# ---- phase_scheduler ----
Figure 1. Signal wires by layer (phase_scheduler).
(4 px per um)
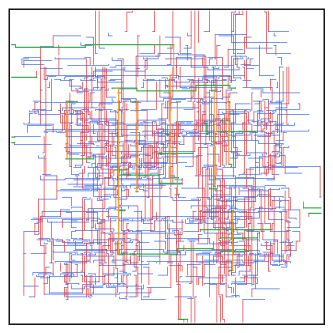
Figure 2. Met3 routing (phase_scheduler).
(4 px per um) Cells faint in the background.
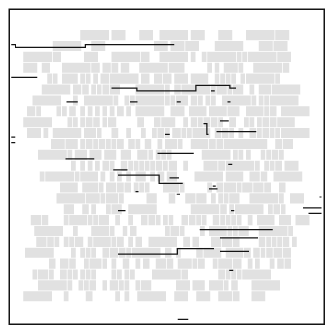
Figure 3. Congestion heat map (phase_scheduler).
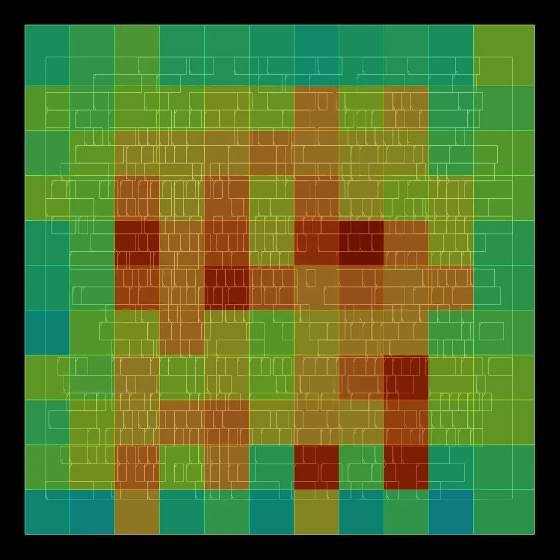
File: src/rtl/phase_scheduler.sv
// Demand-actuated four-phase intersection scheduler: latches requests, picks the
// next phase round-robin and sequences green / yellow / all-red with walk timing.
module phase_scheduler #(
  parameter int MIN_GREEN    = 10,
  parameter int MAX_GREEN    = 60,
  parameter int YELLOW_TIME  = 4,
  parameter int ALL_RED_TIME = 2,
  parameter int PED_WALK     = 15
) (
  input  logic       clk,
  input  logic       rst,
  input  logic       tick,
  input  logic [3:0] car_req,
  input  logic [1:0] ped_req,
  output logic [3:0] green,
  output logic [3:0] yellow,
  output logic [1:0] walk,
  output logic [6:0] time_left,
  output logic [3:0] pending
);
  typedef enum logic [1:0] {ALL_RED, GREEN, YELLOW} state_t;

  localparam logic [7:0] MIN_G   = 8'(MIN_GREEN);
  localparam logic [7:0] MIN_EFF = 8'((PED_WALK > MIN_GREEN) ? PED_WALK : MIN_GREEN);
  localparam logic [7:0] MAX_G   = 8'(MAX_GREEN);
  localparam logic [6:0] Y_T     = 7'(YELLOW_TIME);
  localparam logic [6:0] AR_T    = 7'(ALL_RED_TIME);
  localparam logic [6:0] PW      = 7'(PED_WALK);

  state_t     state, state_n;
  logic [1:0] cur, cur_n, nxt, nxt_n, pick;
  logic [6:0] cnt, cnt_n, g_elapsed, g_elapsed_n, walk_cnt, walk_cnt_n;
  logic       walk_granted, walk_granted_n, min_ok;
  logic [1:0] ped_lat, ped_lat_n, ped_set;
  logic [3:0] pending_n, set_req, others;
  logic [7:0] e;
  logic [3:0] green_n, yellow_n;
  logic [1:0] walk_n;
  logic [6:0] time_left_n;

  // Round-robin: nearest pending phase after cur wins.
  always_comb begin
    pick = cur;
    for (int k = 3; k >= 1; k--)
      if (pending[cur + 2'(k)]) pick = cur + 2'(k);
  end

  always_comb begin
    state_n        = state;
    cur_n          = cur;
    nxt_n          = nxt;
    cnt_n          = cnt;
    g_elapsed_n    = g_elapsed;
    walk_cnt_n     = walk_cnt;
    walk_granted_n = walk_granted;
    set_req        = car_req | {1'b0, ped_req[1], 1'b0, ped_req[0]};
    ped_set        = ped_req;
    if (state == GREEN) begin
      set_req[cur] = 1'b0;
      if (cur == 2'd0) ped_set[0] = 1'b0;
      if (cur == 2'd2) ped_set[1] = 1'b0;
    end
    pending_n = pending | set_req;
    ped_lat_n = ped_lat | ped_set;
    others    = pending & ~(4'b0001 << cur);
    e         = {1'b0, g_elapsed} + 8'd1;
    min_ok    = walk_granted ? (e >= MIN_EFF) : (e >= MIN_G);

    case (state)
      ALL_RED: if (tick) begin
        if (cnt == 7'd1) begin
          state_n          = GREEN;
          cur_n            = nxt;
          g_elapsed_n      = '0;
          pending_n[nxt]   = 1'b0;
          walk_cnt_n       = '0;
          walk_granted_n   = 1'b0;
          if ((nxt == 2'd0 && ped_lat[0]) || (nxt == 2'd2 && ped_lat[1])) begin
            ped_lat_n[nxt[1]] = 1'b0;
            walk_cnt_n        = PW;
            walk_granted_n    = 1'b1;
          end
        end else cnt_n = cnt - 7'd1;
      end
      GREEN: if (tick) begin
        if (e <= MAX_G) g_elapsed_n = e[6:0];
        if (walk_cnt != '0) walk_cnt_n = walk_cnt - 7'd1;
        if (others != '0 && ((min_ok && !car_req[cur]) || e >= MAX_G)) begin
          state_n    = YELLOW;
          nxt_n      = pick;
          cnt_n      = Y_T;
          walk_cnt_n = '0;
        end
      end
      YELLOW: if (tick) begin
        if (cnt == 7'd1) begin
          state_n = ALL_RED;
          cnt_n   = AR_T;
        end else cnt_n = cnt - 7'd1;
      end
      default: state_n = ALL_RED;
    endcase

    green_n     = (state_n == GREEN)  ? (4'b0001 << cur_n) : 4'b0000;
    yellow_n    = (state_n == YELLOW) ? (4'b0001 << cur_n) : 4'b0000;
    walk_n      = '0;
    time_left_n = '0;
    if (state_n == GREEN && walk_cnt_n != '0) begin
      walk_n[cur_n[1]] = 1'b1;
      time_left_n      = walk_cnt_n;
    end
  end

  always_ff @(posedge clk) begin
    if (rst) begin
      state        <= ALL_RED;
      cur          <= '0;
      nxt          <= '0;
      cnt          <= AR_T;
      g_elapsed    <= '0;
      walk_cnt     <= '0;
      walk_granted <= 1'b0;
      ped_lat      <= '0;
      pending      <= '0;
      green        <= '0;
      yellow       <= '0;
      walk         <= '0;
      time_left    <= '0;
    end else begin
      state        <= state_n;
      cur          <= cur_n;
      nxt          <= nxt_n;
      cnt          <= cnt_n;
      g_elapsed    <= g_elapsed_n;
      walk_cnt     <= walk_cnt_n;
      walk_granted <= walk_granted_n;
      ped_lat      <= ped_lat_n;
      pending      <= pending_n;
      green        <= green_n;
      yellow       <= yellow_n;
      walk         <= walk_n;
      time_left    <= time_left_n;
    end
  end
endmodule

File: config.mk
export PLATFORM = sky130hd
export DESIGN_NAME = phase_scheduler
export DESIGN_NICKNAME = d
export VERILOG_FILES = /design/src/rtl/phase_scheduler.sv
export SDC_FILE = /design/constraint.sdc
export NUM_CORES = 1
export LEC_CHECK = 0
export ABC_AREA = 1
export ABC_CLOCK_PERIOD_IN_PS = 2700
export CORE_MARGIN = 3
export CORE_UTILIZATION = 55
export CTS_BUF_LIST = sky130_fd_sc_hd__clkbuf_4
export DETAILED_ROUTE_END_ITERATION = 6
export PLACE_DENSITY = 0.78
export SLEW_MARGIN = 20
export SYNTH_ARGS = -nofsm -noshare
export SYNTH_HDL_FRONTEND = slang
export SYNTH_SLANG_ARGS = --single-unit
export TNS_END_PERCENT = 5
File: constraint.sdc
create_clock -name clk -period 2.7 [get_ports clk]
set_input_delay 0.54 -clock clk [delete_from_list [all_inputs] [get_ports clk]]
set_output_delay 0.54 -clock clk [all_outputs]
set_load 0.01 [all_outputs]
==> impl_metrics.toml <==
# synthesis and place-and-route metrics
[status]
status = "finished, final reports clean"

[global_route]
grt_pass1_wl_um = 11400

[synthesis]
async_reset_ff_frac = 0
avgSynthCellArea_um2 = 6.89
top_cell = "nand2_1"
netlist_area_mm2 = 0.00288
ys_sh_aoi = 0.149
synth_area_leader_cell = "dfxtp_1"
top_area_frac = 0.354
synth.area.mux_share = 0.00391

[worst_setup_path]
critPathTopFamily = "simple AND/OR/NAND/NOR gates"
worstRegToRegCells = 15
cp_slowest_stage_delay_ps = 450

[placement]
port_buffers = 29
gp_congestion = 0.880

[clocking]
tritoncts = "done"
clk_latency_ps = 400

[drt]
met2_length_um = 3080

[floorplan]
floorplanUtilization = 0.590
ioPinCount = 30
num_rows = 25

[sta]
clock_skew_ps = 7.30
hold-worst-slack_ps = 496

[power_and_ir_drop]
pwr-share-comb = 0.178
About Figure 1:
colour	layer	wire length
red	M2	3080 um
blue	M1	3040 um
orange	M4	190 um
green	M3	218 um
gr usage total: 0.232
WL final: 6530 um
DR WL/cell: 12.4 um
vias: 2718

About Figure 2:
main direction	horizontal
nets with wire on the layer	25
share of all routed wire	3.4%

About Figure 3:
grt peak-use layer: met2
grt met3 use: 0.0608

## worst max path at each step
stage / startpoint / to / slack (ps) / cells past startpoint
2_1_floorplan: cur[0] / walk[0] / 640 / 13
3_3_place_gp: tick / g_elapsed[4] / 290 / 9
3_5_place_dp: car_req[2] / cnt[6] / 260 / 10
4_1_cts: g_elapsed[0] / cnt[6] / 320 / 15
5_1_grt: g_elapsed[0] / cnt[6] / 20 / 15
6_report: g_elapsed[0] / cnt[6] / 310 / 15
## layout by cell type, fill, tap and decap left out, types with 15 or more instances in the layout
cell and count:
clkdlybuf4s50_1 29, nand2_1 84, dfxtp_1 51, nor2_1 50
o21ai_0 30, nand3_1 21, ha_1 15, inv_1 64
a21oi_1 24
## power groups by stage
stage               clock [mW]  combinational [mW]  sequential [mW]
finish                   0.459               0.275            0.806
global route             0.499               0.313            0.810
CTS                      0.465               0.273            0.806
detailed placement           0               0.270            0.822
global placement             0               0.263            0.821
floorplan                    0               0.194            0.818
## layout make-up
class,instances,area [um2]
clock buffers,5,37.5
inverters,70,265
well taps,67,83.8
repair buffers,39,365
fillers,437,1490
clock inverters,3,46.3
flip-flops and latches,51,1020
multi-input cells,291,1570

# ---- control_contador ----
Figure 4. Routed clock nets over the placement (control_contador).
(8 px per um)
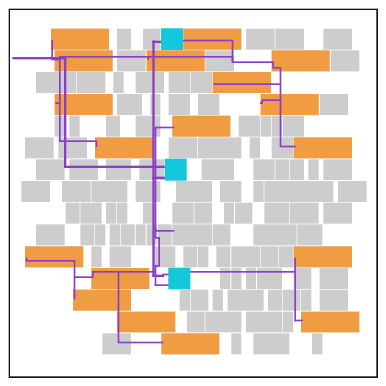
Figure 5. Signal wires by layer (control_contador).
(6 px per um)
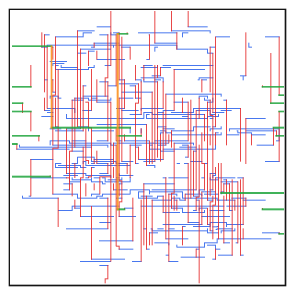
[src/rtl/control_contador_pkg.sv]
// Shared definitions for the sequence controller: state encodings, sequence
// table, lap length and the table lookup helper.
package control_contador_pkg;

  localparam int unsigned LONG      = 8;  // entries per lap
  localparam int unsigned ANCHO_IDX = 3;  // position index width
  localparam int unsigned ANCHO_Q   = 4;  // sequence value width

  typedef enum logic [1:0] {
    IDLE = 2'd0,
    RUN  = 2'd1,
    DONE = 2'd2
  } estado_t;

  localparam logic [ANCHO_Q-1:0] SEQ0 = 4'd15;
  localparam logic [ANCHO_Q-1:0] SEQ1 = 4'd9;
  localparam logic [ANCHO_Q-1:0] SEQ2 = 4'd15;
  localparam logic [ANCHO_Q-1:0] SEQ3 = 4'd1;
  localparam logic [ANCHO_Q-1:0] SEQ4 = 4'd14;
  localparam logic [ANCHO_Q-1:0] SEQ5 = 4'd8;
  localparam logic [ANCHO_Q-1:0] SEQ6 = 4'd6;
  localparam logic [ANCHO_Q-1:0] SEQ7 = 4'd0;

  // Sequence value shown at a given position.
  function automatic logic [ANCHO_Q-1:0] valor_seq(input logic [ANCHO_IDX-1:0] idx);
    logic [ANCHO_Q-1:0] v;
    case (idx)
      3'd0:    v = SEQ0;
      3'd1:    v = SEQ1;
      3'd2:    v = SEQ2;
      3'd3:    v = SEQ3;
      3'd4:    v = SEQ4;
      3'd5:    v = SEQ5;
      3'd6:    v = SEQ6;
      default: v = SEQ7;
    endcase
    return v;
  endfunction

endpackage

[src/rtl/indice_seq.sv]
// 3-bit up/down wrapping position counter.
// Ports: C clock, R sync active-high reset, en advance enable, dir 1=down,
//        idx registered position, idx_sig_c next position, wrap_c boundary
//        crossing on this edge (7->0 up, 0->7 down).
module indice_seq
  import control_contador_pkg::*;
(
  input  logic                 C,
  input  logic                 R,
  input  logic                 en,
  input  logic                 dir,
  output logic [ANCHO_IDX-1:0] idx,
  output logic [ANCHO_IDX-1:0] idx_sig_c,
  output logic                 wrap_c
);

  localparam logic [ANCHO_IDX-1:0] IDX_MAX = ANCHO_IDX'(LONG - 1);

  // Next position and wrap detection.
  always_comb begin
    idx_sig_c = idx;
    wrap_c    = 1'b0;
    if (en) begin
      if (dir) begin
        idx_sig_c = (idx == '0) ? IDX_MAX : idx - ANCHO_IDX'(1);
        wrap_c    = (idx == '0);
      end else begin
        idx_sig_c = (idx == IDX_MAX) ? '0 : idx + ANCHO_IDX'(1);
        wrap_c    = (idx == IDX_MAX);
      end
    end
  end

  always_ff @(posedge C) begin
    if (R) idx <= '0;
    else   idx <= idx_sig_c;
  end

endmodule

[src/rtl/control_contador.sv]
// Sequence controller for the arbitrary-count counter (15,9,15,1,14,8,6,0).
// Free-run, bounded run of N laps, pause and single-step.
// Ports: C clock, R sync active-high reset, START/STOP/STEP controls
//        (priority R > STOP > START > STEP), N lap limit (0 = forever),
//        Q sequence value, IDX position, VUELTAS completed laps, BUSY in RUN,
//        FIN one-cycle pulse at the end of a bounded run. All outputs registered.
// Optional macro CONTROL_CONTADOR_DIR_EN adds input DIR (1 = count down).
module control_contador
  import control_contador_pkg::*;
#(
  parameter int unsigned ANCHO_V = 4
) (
  input  logic                 C,
  input  logic                 R,
  input  logic                 START,
  input  logic                 STOP,
  input  logic                 STEP,
  input  logic [ANCHO_V-1:0]   N,
`ifdef CONTROL_CONTADOR_DIR_EN
  input  logic                 DIR,
`endif
  output logic [ANCHO_Q-1:0]   Q,
  output logic [ANCHO_IDX-1:0] IDX,
  output logic [ANCHO_V-1:0]   VUELTAS,
  output logic                 BUSY,
  output logic                 FIN
);

  estado_t              estado, estado_n;
  logic [ANCHO_V-1:0]   limite, limite_n;
  logic [ANCHO_V-1:0]   vueltas_n, vueltas_inc;
  logic                 primero, primero_n;
  logic                 avance_c;
  logic                 dir;
  logic                 wrap_c;
  logic [ANCHO_IDX-1:0] idx_sig_c;

`ifdef CONTROL_CONTADOR_DIR_EN
  assign dir = DIR;
`else
  assign dir = 1'b0;
`endif

  indice_seq u_indice (
    .C         (C),
    .R         (R),
    .en        (avance_c),
    .dir       (dir),
    .idx       (IDX),
    .idx_sig_c (idx_sig_c),
    .wrap_c    (wrap_c)
  );

  // Advance decision kept apart from the FSM so wrap_c feeds back without a loop.
  always_comb begin
    avance_c = 1'b0;
    case (estado)
      IDLE:    avance_c = !STOP && !START && STEP;
      RUN:     avance_c = !STOP;
      default: avance_c = 1'b0;
    endcase
  end

  assign vueltas_inc = VUELTAS + ANCHO_V'(1);

  // Next state, lap counter and limit.
  always_comb begin
    estado_n  = estado;
    limite_n  = limite;
    vueltas_n = VUELTAS;
    primero_n = primero;
    case (estado)
      IDLE: begin
        if (!STOP && START) begin
          estado_n  = RUN;
          limite_n  = N;
          vueltas_n = '0;
          primero_n = 1'b1;
        end
      end
      RUN: begin
        if (STOP) begin
          estado_n = IDLE;
        end else begin
          primero_n = 1'b0;
          // A reverse run starting at 0 leaves through 0->7 on its first step;
          // that departure is not a completed lap.
          if (wrap_c && !(primero && dir)) begin
            vueltas_n = vueltas_inc;
            if (limite != '0 && vueltas_inc == limite) estado_n = DONE;
          end
        end
      end
      DONE:    estado_n = IDLE;
      default: estado_n = IDLE;
    endcase
  end

  always_ff @(posedge C) begin
    if (R) begin
      estado  <= IDLE;
      limite  <= '0;
      primero <= 1'b0;
      VUELTAS <= '0;
      Q       <= SEQ0;
      BUSY    <= 1'b0;
      FIN     <= 1'b0;
    end else begin
      estado  <= estado_n;
      limite  <= limite_n;
      primero <= primero_n;
      VUELTAS <= vueltas_n;
      Q       <= valor_seq(idx_sig_c);
      BUSY    <= (estado_n == RUN);
      FIN     <= (estado_n == DONE);
    end
  end

endmodule

[config.mk]
export PLATFORM = sky130hd
export DESIGN_NAME = control_contador
export DESIGN_NICKNAME = d
export VERILOG_FILES = /design/src/rtl/control_contador_pkg.sv /design/src/rtl/indice_seq.sv /design/src/rtl/control_contador.sv
export SDC_FILE = /design/constraint.sdc
export NUM_CORES = 1
export LEC_CHECK = 0
export CAP_MARGIN = 30
export CORE_UTILIZATION = 48
export DETAILED_ROUTE_END_ITERATION = 10
export PLACE_DENSITY = 0.87
export SYNTH_ARGS = -nofsm -noshare
export SYNTH_HDL_FRONTEND = slang
export SYNTH_HIERARCHICAL = 1
export SYNTH_SLANG_ARGS = --single-unit
[constraint.sdc]
create_clock -name C -period 2.55 [get_ports C]
set_clock_uncertainty 0.1 [all_clocks]
set_input_delay 0.51 -clock C [delete_from_list [all_inputs] [get_ports C]]
set_output_delay 0.51 -clock C [all_outputs]
set_load 0.01 [all_outputs]
==> impl_metrics.toml <==
# synthesis and place-and-route metrics
[floorplan]
num_rows = 15
core_area_mm2 = 0.00176
floorplanUtilization = 0.522
die_width_um = 45.8
dieHeight_um = 45.8
chipArea_mm2 = 0.00210

[drt]
wire_per_inst_um = 12.5
drtPass1Iterations = 4
ant_nets = 0
drc = 0

[synthesis]
synthTopCellsByArea = "dfxtp_1 (39%), ha_1 (6.8%), nor2_1 (5.7%)"
synth_stat.cells = 99
top_cell = "dfxtp_1"
netlist_area_um2 = 921
synthAdderAreaFrac = 0.0679
top_area_frac = 0.391
ys_sh_aoi = 0.132
logic_family = "simple AND/OR/NAND/NOR gates"
synthSimpleGateAreaFrac = 0.277
avgSynthCellArea_um2 = 9.30
ys_types = 38
synth.area.mux_share = 0.0435
synth_chip_area_um2 = 921

[power_and_ir_drop]
sw_frac_of_total = 0.269
comb_cell_power_mw = 0.123
p_leak_nw = 0.491
pwr-share-comb = 0.200
p_clk_mw = 0.182
p_total_mw = 0.614
switchingPower_mw = 0.165

[clocking]
tritoncts = "done"
h-tree-depth = 1
cts_sinks = 18
post_cts_resized = 0
cts_inserted_buffers = 3
clk_latency_ps = 300

[final_layout]
lay_top_cells = "clkdlybuf4s50_1 (21), dfxtp_1 (18), nor2_1 (14)"
mostFrequentLayoutCell = "clkdlybuf4s50_1"
drive_gt1_frac = 0.109
nNetsFinal = 144
final_cell_count_no_fill = 154
n_antenna_cell = 0
fillers = 156

[global_route]
antenna_found_initial = 0
first_global_vias = 732
overflow = 0
grt_max_degree = 12
grt_pass1_wl_um = 3200

[hold_path]
worstHoldStart = "VUELTAS[1]"
holdPathEnd = "VUELTAS[1]"

[sta]
final.period_utilization = 0.821
hold-worst-slack_ps = 450
hold_viol = 0
setup_ws_ps = 458
setup_viol = 0
min_period_ps = 2090
rsz0062_at_grt = "no"
fin_tns_setup_ps = 0
tightest_slew_ps = 560

[placement]
placed_cells = 150
pre_cts_ws_ps = 162
hpwl_um = 1460
gp_congestion = 0.845

[flow_run]
warning_count = 28

[worst_setup_path]
cp-endpoint = "VUELTAS[2]"
critPathLaunch = "START"
endpoint_kind = "flip-flop"
r2r_slack_ps = 500
start_kind = "input pin"

[status]
status = "finished, final reports clean"
Notes on Figure 4 above:
[purple] clock wires | length: 241 um
[orange] flip-flops | count: 18
[cyan] clock-net drivers | count: 3
flops lie	widely spread

Notes on Figure 5 above:
colour	layer	wire length
red	M2	977 um
green	M3	69.2 um
orange	M4	42.8 um
blue	M1	840 um
gr usage total: 0.217
vias: 788

routing by layer:
metal  vias to the layer above  part of all wire  track usage
li1                        408                 -            -
met1                       356              0.44        0.249
met2                        19              0.51        0.386
met3                         5             0.036       0.0278
met4                         0             0.022        0.118
met5                         -                 0            0
worst max-delay path, cell delays in order:
cell and delay (ps):
clkdlybuf4s50_1 420, inv_1 60, a21oi_1 50, nor3_1 190, a21boi_0 320, nand4bb_1 240
nor2_1 140, nor2_1 50, a211oi_1 240
state kept, by name, summed over array words and instances, names as in the netlist:
| name | count |
|---|---|
| BUSY | 1 |
| FIN | 1 |
| Q | 3 |
| VUELTAS | 4 |
| estado | 2 |
| limite | 4 |
| u_indice/idx | 3 |
metrics by stage:
step	utilization	area (um2)
finish	0.692	1220
global route	0.692	1220
CTS	0.692	1220
detailed placement	0.672	1180
global placement	0.672	1180
floorplan	-	940
final cells by class:
class | instances | area, um2 | area share
inverter | 4 | 15.0 | 0.0123
sequential | 18 | 360 | 0.295
timing repair buffer | 24 | 233 | 0.191
multi-input combinational | 79 | 546 | 0.447
tap | 25 | 31.3 | 0.0256
clock buffer | 4 | 36.3 | 0.0297

# ---- booth_mult_iter_flat ----
File: src/rtl/booth_mult_iter_if.sv
// Issue/result bundle between the multdiv issue logic and the Booth multiplier.
interface booth_mult_iter_if;
   logic        ctrl_MULT;
   logic [31:0] data_operandA;
   logic [31:0] data_operandB;
   logic [31:0] data_result;
   logic [31:0] data_result_hi;
   logic        data_exception;
   logic        data_resultRDY;
   logic        busy;

   // Issue side: starts operations and consumes results.
   modport master (
      output ctrl_MULT, data_operandA, data_operandB,
      input  data_result, data_result_hi, data_exception, data_resultRDY, busy
   );

   // Multiplier side.
   modport slave (
      input  ctrl_MULT, data_operandA, data_operandB,
      output data_result, data_result_hi, data_exception, data_resultRDY, busy
   );
endinterface

File: src/rtl/booth_mult_iter.sv
// Iterative radix-4 Booth signed multiplier, 32x32 -> 64 bits in 16 iterations.
// Each iteration adds 0/+-M/+-2M to the high word, then arithmetically shifts
// the 66-bit {A, Q} pair right by two.
module booth_mult_iter (
   input  logic              clock,
   input  logic              reset,
   booth_mult_iter_if.slave  bus
);
   localparam int unsigned WIDTH = 32;
   localparam int unsigned ITERS = WIDTH / 2;
   localparam int unsigned AW    = WIDTH + 2;
   localparam int unsigned SW    = AW + WIDTH;
   localparam int unsigned CW    = 4;

   typedef enum logic {IDLE, RUN} state_t;

   state_t          state;
   logic [AW-1:0]   m_reg;
   logic [AW-1:0]   a_reg;
   logic [WIDTH-1:0] q_reg;
   logic            q_1;
   logic [CW-1:0]   count;

   logic [AW-1:0]   m2_c;
   logic [AW-1:0]   sel_c;
   logic [AW-1:0]   sum_c;
   logic [SW-1:0]   shift_c;
   logic [AW:0]     sign_bits_c;
   logic            exc_c;

   // Booth recoding, partial-product add and the 66-bit arithmetic shift by 2.
   always_comb begin
      m2_c  = AW'(m_reg << 1);
      sel_c = '0;
      case ({q_reg[1:0], q_1})
         3'b001, 3'b010: sel_c = m_reg;
         3'b011:         sel_c = m2_c;
         3'b100:         sel_c = AW'(-m2_c);
         3'b101, 3'b110: sel_c = AW'(-m_reg);
         default:        sel_c = '0;
      endcase
      sum_c       = AW'(a_reg + sel_c);
      shift_c     = SW'($signed({sum_c, q_reg}) >>> 2);
      // Product fits in 32 signed bits only if every bit above bit 30 matches.
      sign_bits_c = {shift_c[SW-1:WIDTH], shift_c[WIDTH-1]};
      exc_c       = ~((&sign_bits_c) | ~(|sign_bits_c));
   end

   // Control FSM, datapath registers and registered result outputs.
   always_ff @(posedge clock or negedge reset) begin
      if (!reset) begin
         state              <= IDLE;
         m_reg              <= '0;
         a_reg              <= '0;
         q_reg              <= '0;
         q_1                <= 1'b0;
         count              <= '0;
         bus.data_result    <= '0;
         bus.data_result_hi <= '0;
         bus.data_exception <= 1'b0;
         bus.data_resultRDY <= 1'b0;
         bus.busy           <= 1'b0;
      end else begin
         bus.data_resultRDY <= 1'b0;
         case (state)
            IDLE: begin
               if (bus.ctrl_MULT) begin
                  m_reg    <= {{2{bus.data_operandA[WIDTH-1]}}, bus.data_operandA};
                  a_reg    <= '0;
                  q_reg    <= bus.data_operandB;
                  q_1      <= 1'b0;
                  count    <= '0;
                  bus.busy <= 1'b1;
                  state    <= RUN;
               end
            end
            RUN: begin
               a_reg <= shift_c[SW-1:WIDTH];
               q_reg <= shift_c[WIDTH-1:0];
               q_1   <= q_reg[1];
               count <= CW'(count + CW'(1));
               if (count == CW'(ITERS - 1)) begin
                  bus.data_result    <= shift_c[WIDTH-1:0];
                  bus.data_result_hi <= shift_c[2*WIDTH-1:WIDTH];
                  bus.data_exception <= exc_c;
                  bus.data_resultRDY <= 1'b1;
                  bus.busy           <= 1'b0;
                  state              <= IDLE;
               end
            end
            default: state <= IDLE;
         endcase
      end
   end
endmodule

File: src/flat_wrapper.sv
// flat-port wrapper written by rule: the top's interface ports become plain ports
module booth_mult_iter_flat 
  (clock, reset, bus_ctrl_MULT, bus_data_operandA, bus_data_operandB, bus_data_result, bus_data_result_hi, bus_data_exception, bus_data_resultRDY, bus_busy);
  booth_mult_iter_if bus_i ();
  input  logic clock;
  input  logic reset;
  input wire logic [$bits(bus_i.ctrl_MULT)-1:0] bus_ctrl_MULT;
  input wire logic [$bits(bus_i.data_operandA)-1:0] bus_data_operandA;
  input wire logic [$bits(bus_i.data_operandB)-1:0] bus_data_operandB;
  output wire logic [$bits(bus_i.data_result)-1:0] bus_data_result;
  output wire logic [$bits(bus_i.data_result_hi)-1:0] bus_data_result_hi;
  output wire logic [$bits(bus_i.data_exception)-1:0] bus_data_exception;
  output wire logic [$bits(bus_i.data_resultRDY)-1:0] bus_data_resultRDY;
  output wire logic [$bits(bus_i.busy)-1:0] bus_busy;
  assign bus_i.ctrl_MULT = bus_ctrl_MULT;
  assign bus_i.data_operandA = bus_data_operandA;
  assign bus_i.data_operandB = bus_data_operandB;
  assign bus_data_result = bus_i.data_result;
  assign bus_data_result_hi = bus_i.data_result_hi;
  assign bus_data_exception = bus_i.data_exception;
  assign bus_data_resultRDY = bus_i.data_resultRDY;
  assign bus_busy = bus_i.busy;
  booth_mult_iter u_core (.clock(clock), .reset(reset), .bus(bus_i));
endmodule
File: config.mk
export PLATFORM = sky130hd
export DESIGN_NAME = booth_mult_iter_flat
export DESIGN_NICKNAME = d
export VERILOG_FILES = /design/src/rtl/booth_mult_iter_if.sv /design/src/rtl/booth_mult_iter.sv /design/src/flat_wrapper.sv
export SDC_FILE = /design/constraint.sdc
export NUM_CORES = 1
export LEC_CHECK = 0
export ABC_AREA = 0
export CORE_ASPECT_RATIO = 0.75
export CORE_MARGIN = 1.5
export CORE_UTILIZATION = 55
export CTS_BUF_LIST = sky130_fd_sc_hd__clkbuf_8
export CTS_CLUSTER_DIAMETER = 60
export DETAILED_ROUTE_END_ITERATION = 8
export GPL_TIMING_DRIVEN = 0
export HOLD_SLACK_MARGIN = 0.15
export PLACE_DENSITY_LB_ADDON = 0.05
export SLEW_MARGIN = 15
export SYNTH_ARGS = -nofsm -noshare
export SYNTH_HDL_FRONTEND = slang
export SYNTH_SLANG_ARGS = --single-unit
export TNS_END_PERCENT = 50
File: constraint.sdc
create_clock -name clock -period 7.49 [get_ports clock]
set_input_delay 1.498 -clock clock [delete_from_list [all_inputs] [get_ports clock]]
set_output_delay 1.498 -clock clock [all_outputs]
set_load 0.03 [all_outputs]
Figure 6. Signal metal coverage by tile (booth_mult_iter_flat).
(2 px per um) 33 x 25 tiles, from dark purple (low) to yellow (high), scaled to the fullest tile. Values are wire area over tile area, all layers added.
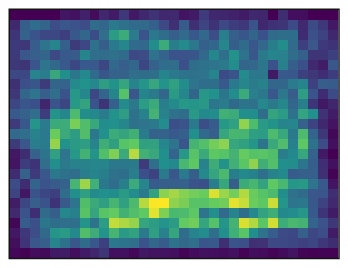
mean over tiles	0.26
nearly empty tiles	2.4%
tiles over half the peak	26%
fullest tile	0.69
gr usage total: 0.328
DR WL/cell: 19.6 um
vias: 10200

==> impl_metrics.toml <==
# synthesis and place-and-route metrics
[status]
status = "finished, final reports clean"

[sta]
slew_viol_final = 0
fin_tns_setup_ps = 0
fmax_mhz = 151
rsz0062_at_grt = "no"
min_period_ps = 6600
setup_viol = 0
clock_skew_ps = 24.8
setup_ws_ps = 886
final.period_utilization = 0.882

[worst_setup_path]
rr_startpoint = "u_core.q_reg[1]"
critPathKind = "flip-flop to flip-flop"
worstPathRequired_ps = 7860

[clocking]
post_cts_resized = 0
cts_hold_buf = 0
h-tree-depth = 4
path_clk_slew_ps = 110
cts_root_buffer = "clkbuf_8"

[global_route]
grt_max_degree = 87
gr-usage-met2 = 0.441
overflow = 0

[synthesis]
top_area_frac = 0.395
netlist_top_cells_count = "nand2_1 (311), dfrtp_1 (169), o21ai_0 (85)"
edf_count = 0
syn_nets = 1355
ys_types = 74
async_reset_ff_frac = 1.00
ys_seq_share = 0.395

[flow_run]
warning_count = 26

[drt]
dr_wl_met3_um = 3150
drtPass1Iterations = 5
met2_length_um = 13100

[floorplan]
dieHeight_um = 124
core_area_mm2 = 0.0188

[final_layout]
mostFrequentLayoutCell = "nand2_1"
logic_area_mm2 = 0.00607
fillers = 1580
synthToLayoutAreaGrowth_pct = 19.8
n_antenna_cell = 0
nNetsFinal = 1508
drive_gt1_frac = 0.0628

[placement]
hpwl_um = 24600
placed_cells = 1633

[hold_path]
hp-class = "flip-flop to flip-flop"
worstHoldStart = "u_core.bus.data_result_hi[27]"
[layout make-up]
class	instances	share of cell area
Buffer	85	0.0270
Clock buffer	17	0.0182
Clock inverter	15	0.0171
Inverter	18	0.00526
Multi-Input combinational cell	980	0.473
Sequential cell	169	0.329
Tap cell	247	0.0241
Timing Repair Buffer	134	0.106
[cells by family after synthesis]
group / after synthesis / synth area share
muxes: 72 / 0.0711
DFF: 169 / 0.395
AOI/OAI and AO/OA: 296 / 0.185
buffers and inverters: 103 / 0.0386
xor gates and xnor gates: 78 / 0.0644
adders and majority gates: 36 / 0.0427
and+or+nand+nor: 498 / 0.204
[critical path: stages, from the launching register on]
cell      delay, ps
dfrtp_1         380
clkbuf_1        530
clkbuf_1        490
clkbuf_1        470
clkbuf_1        620
o22ai_1         170
nand2_1         110
o21ai_0         130
ha_1            230
buf_2           190
a211o_1         280
a21oi_1         300
o21a_1          250
o21ai_2          80
xnor2_1         260
or4_1           680
or3_1           410
or4_1           580
nor3_1          240
o21ai_1         100

No activity file was given, so power comes from the tool's default toggle rates.
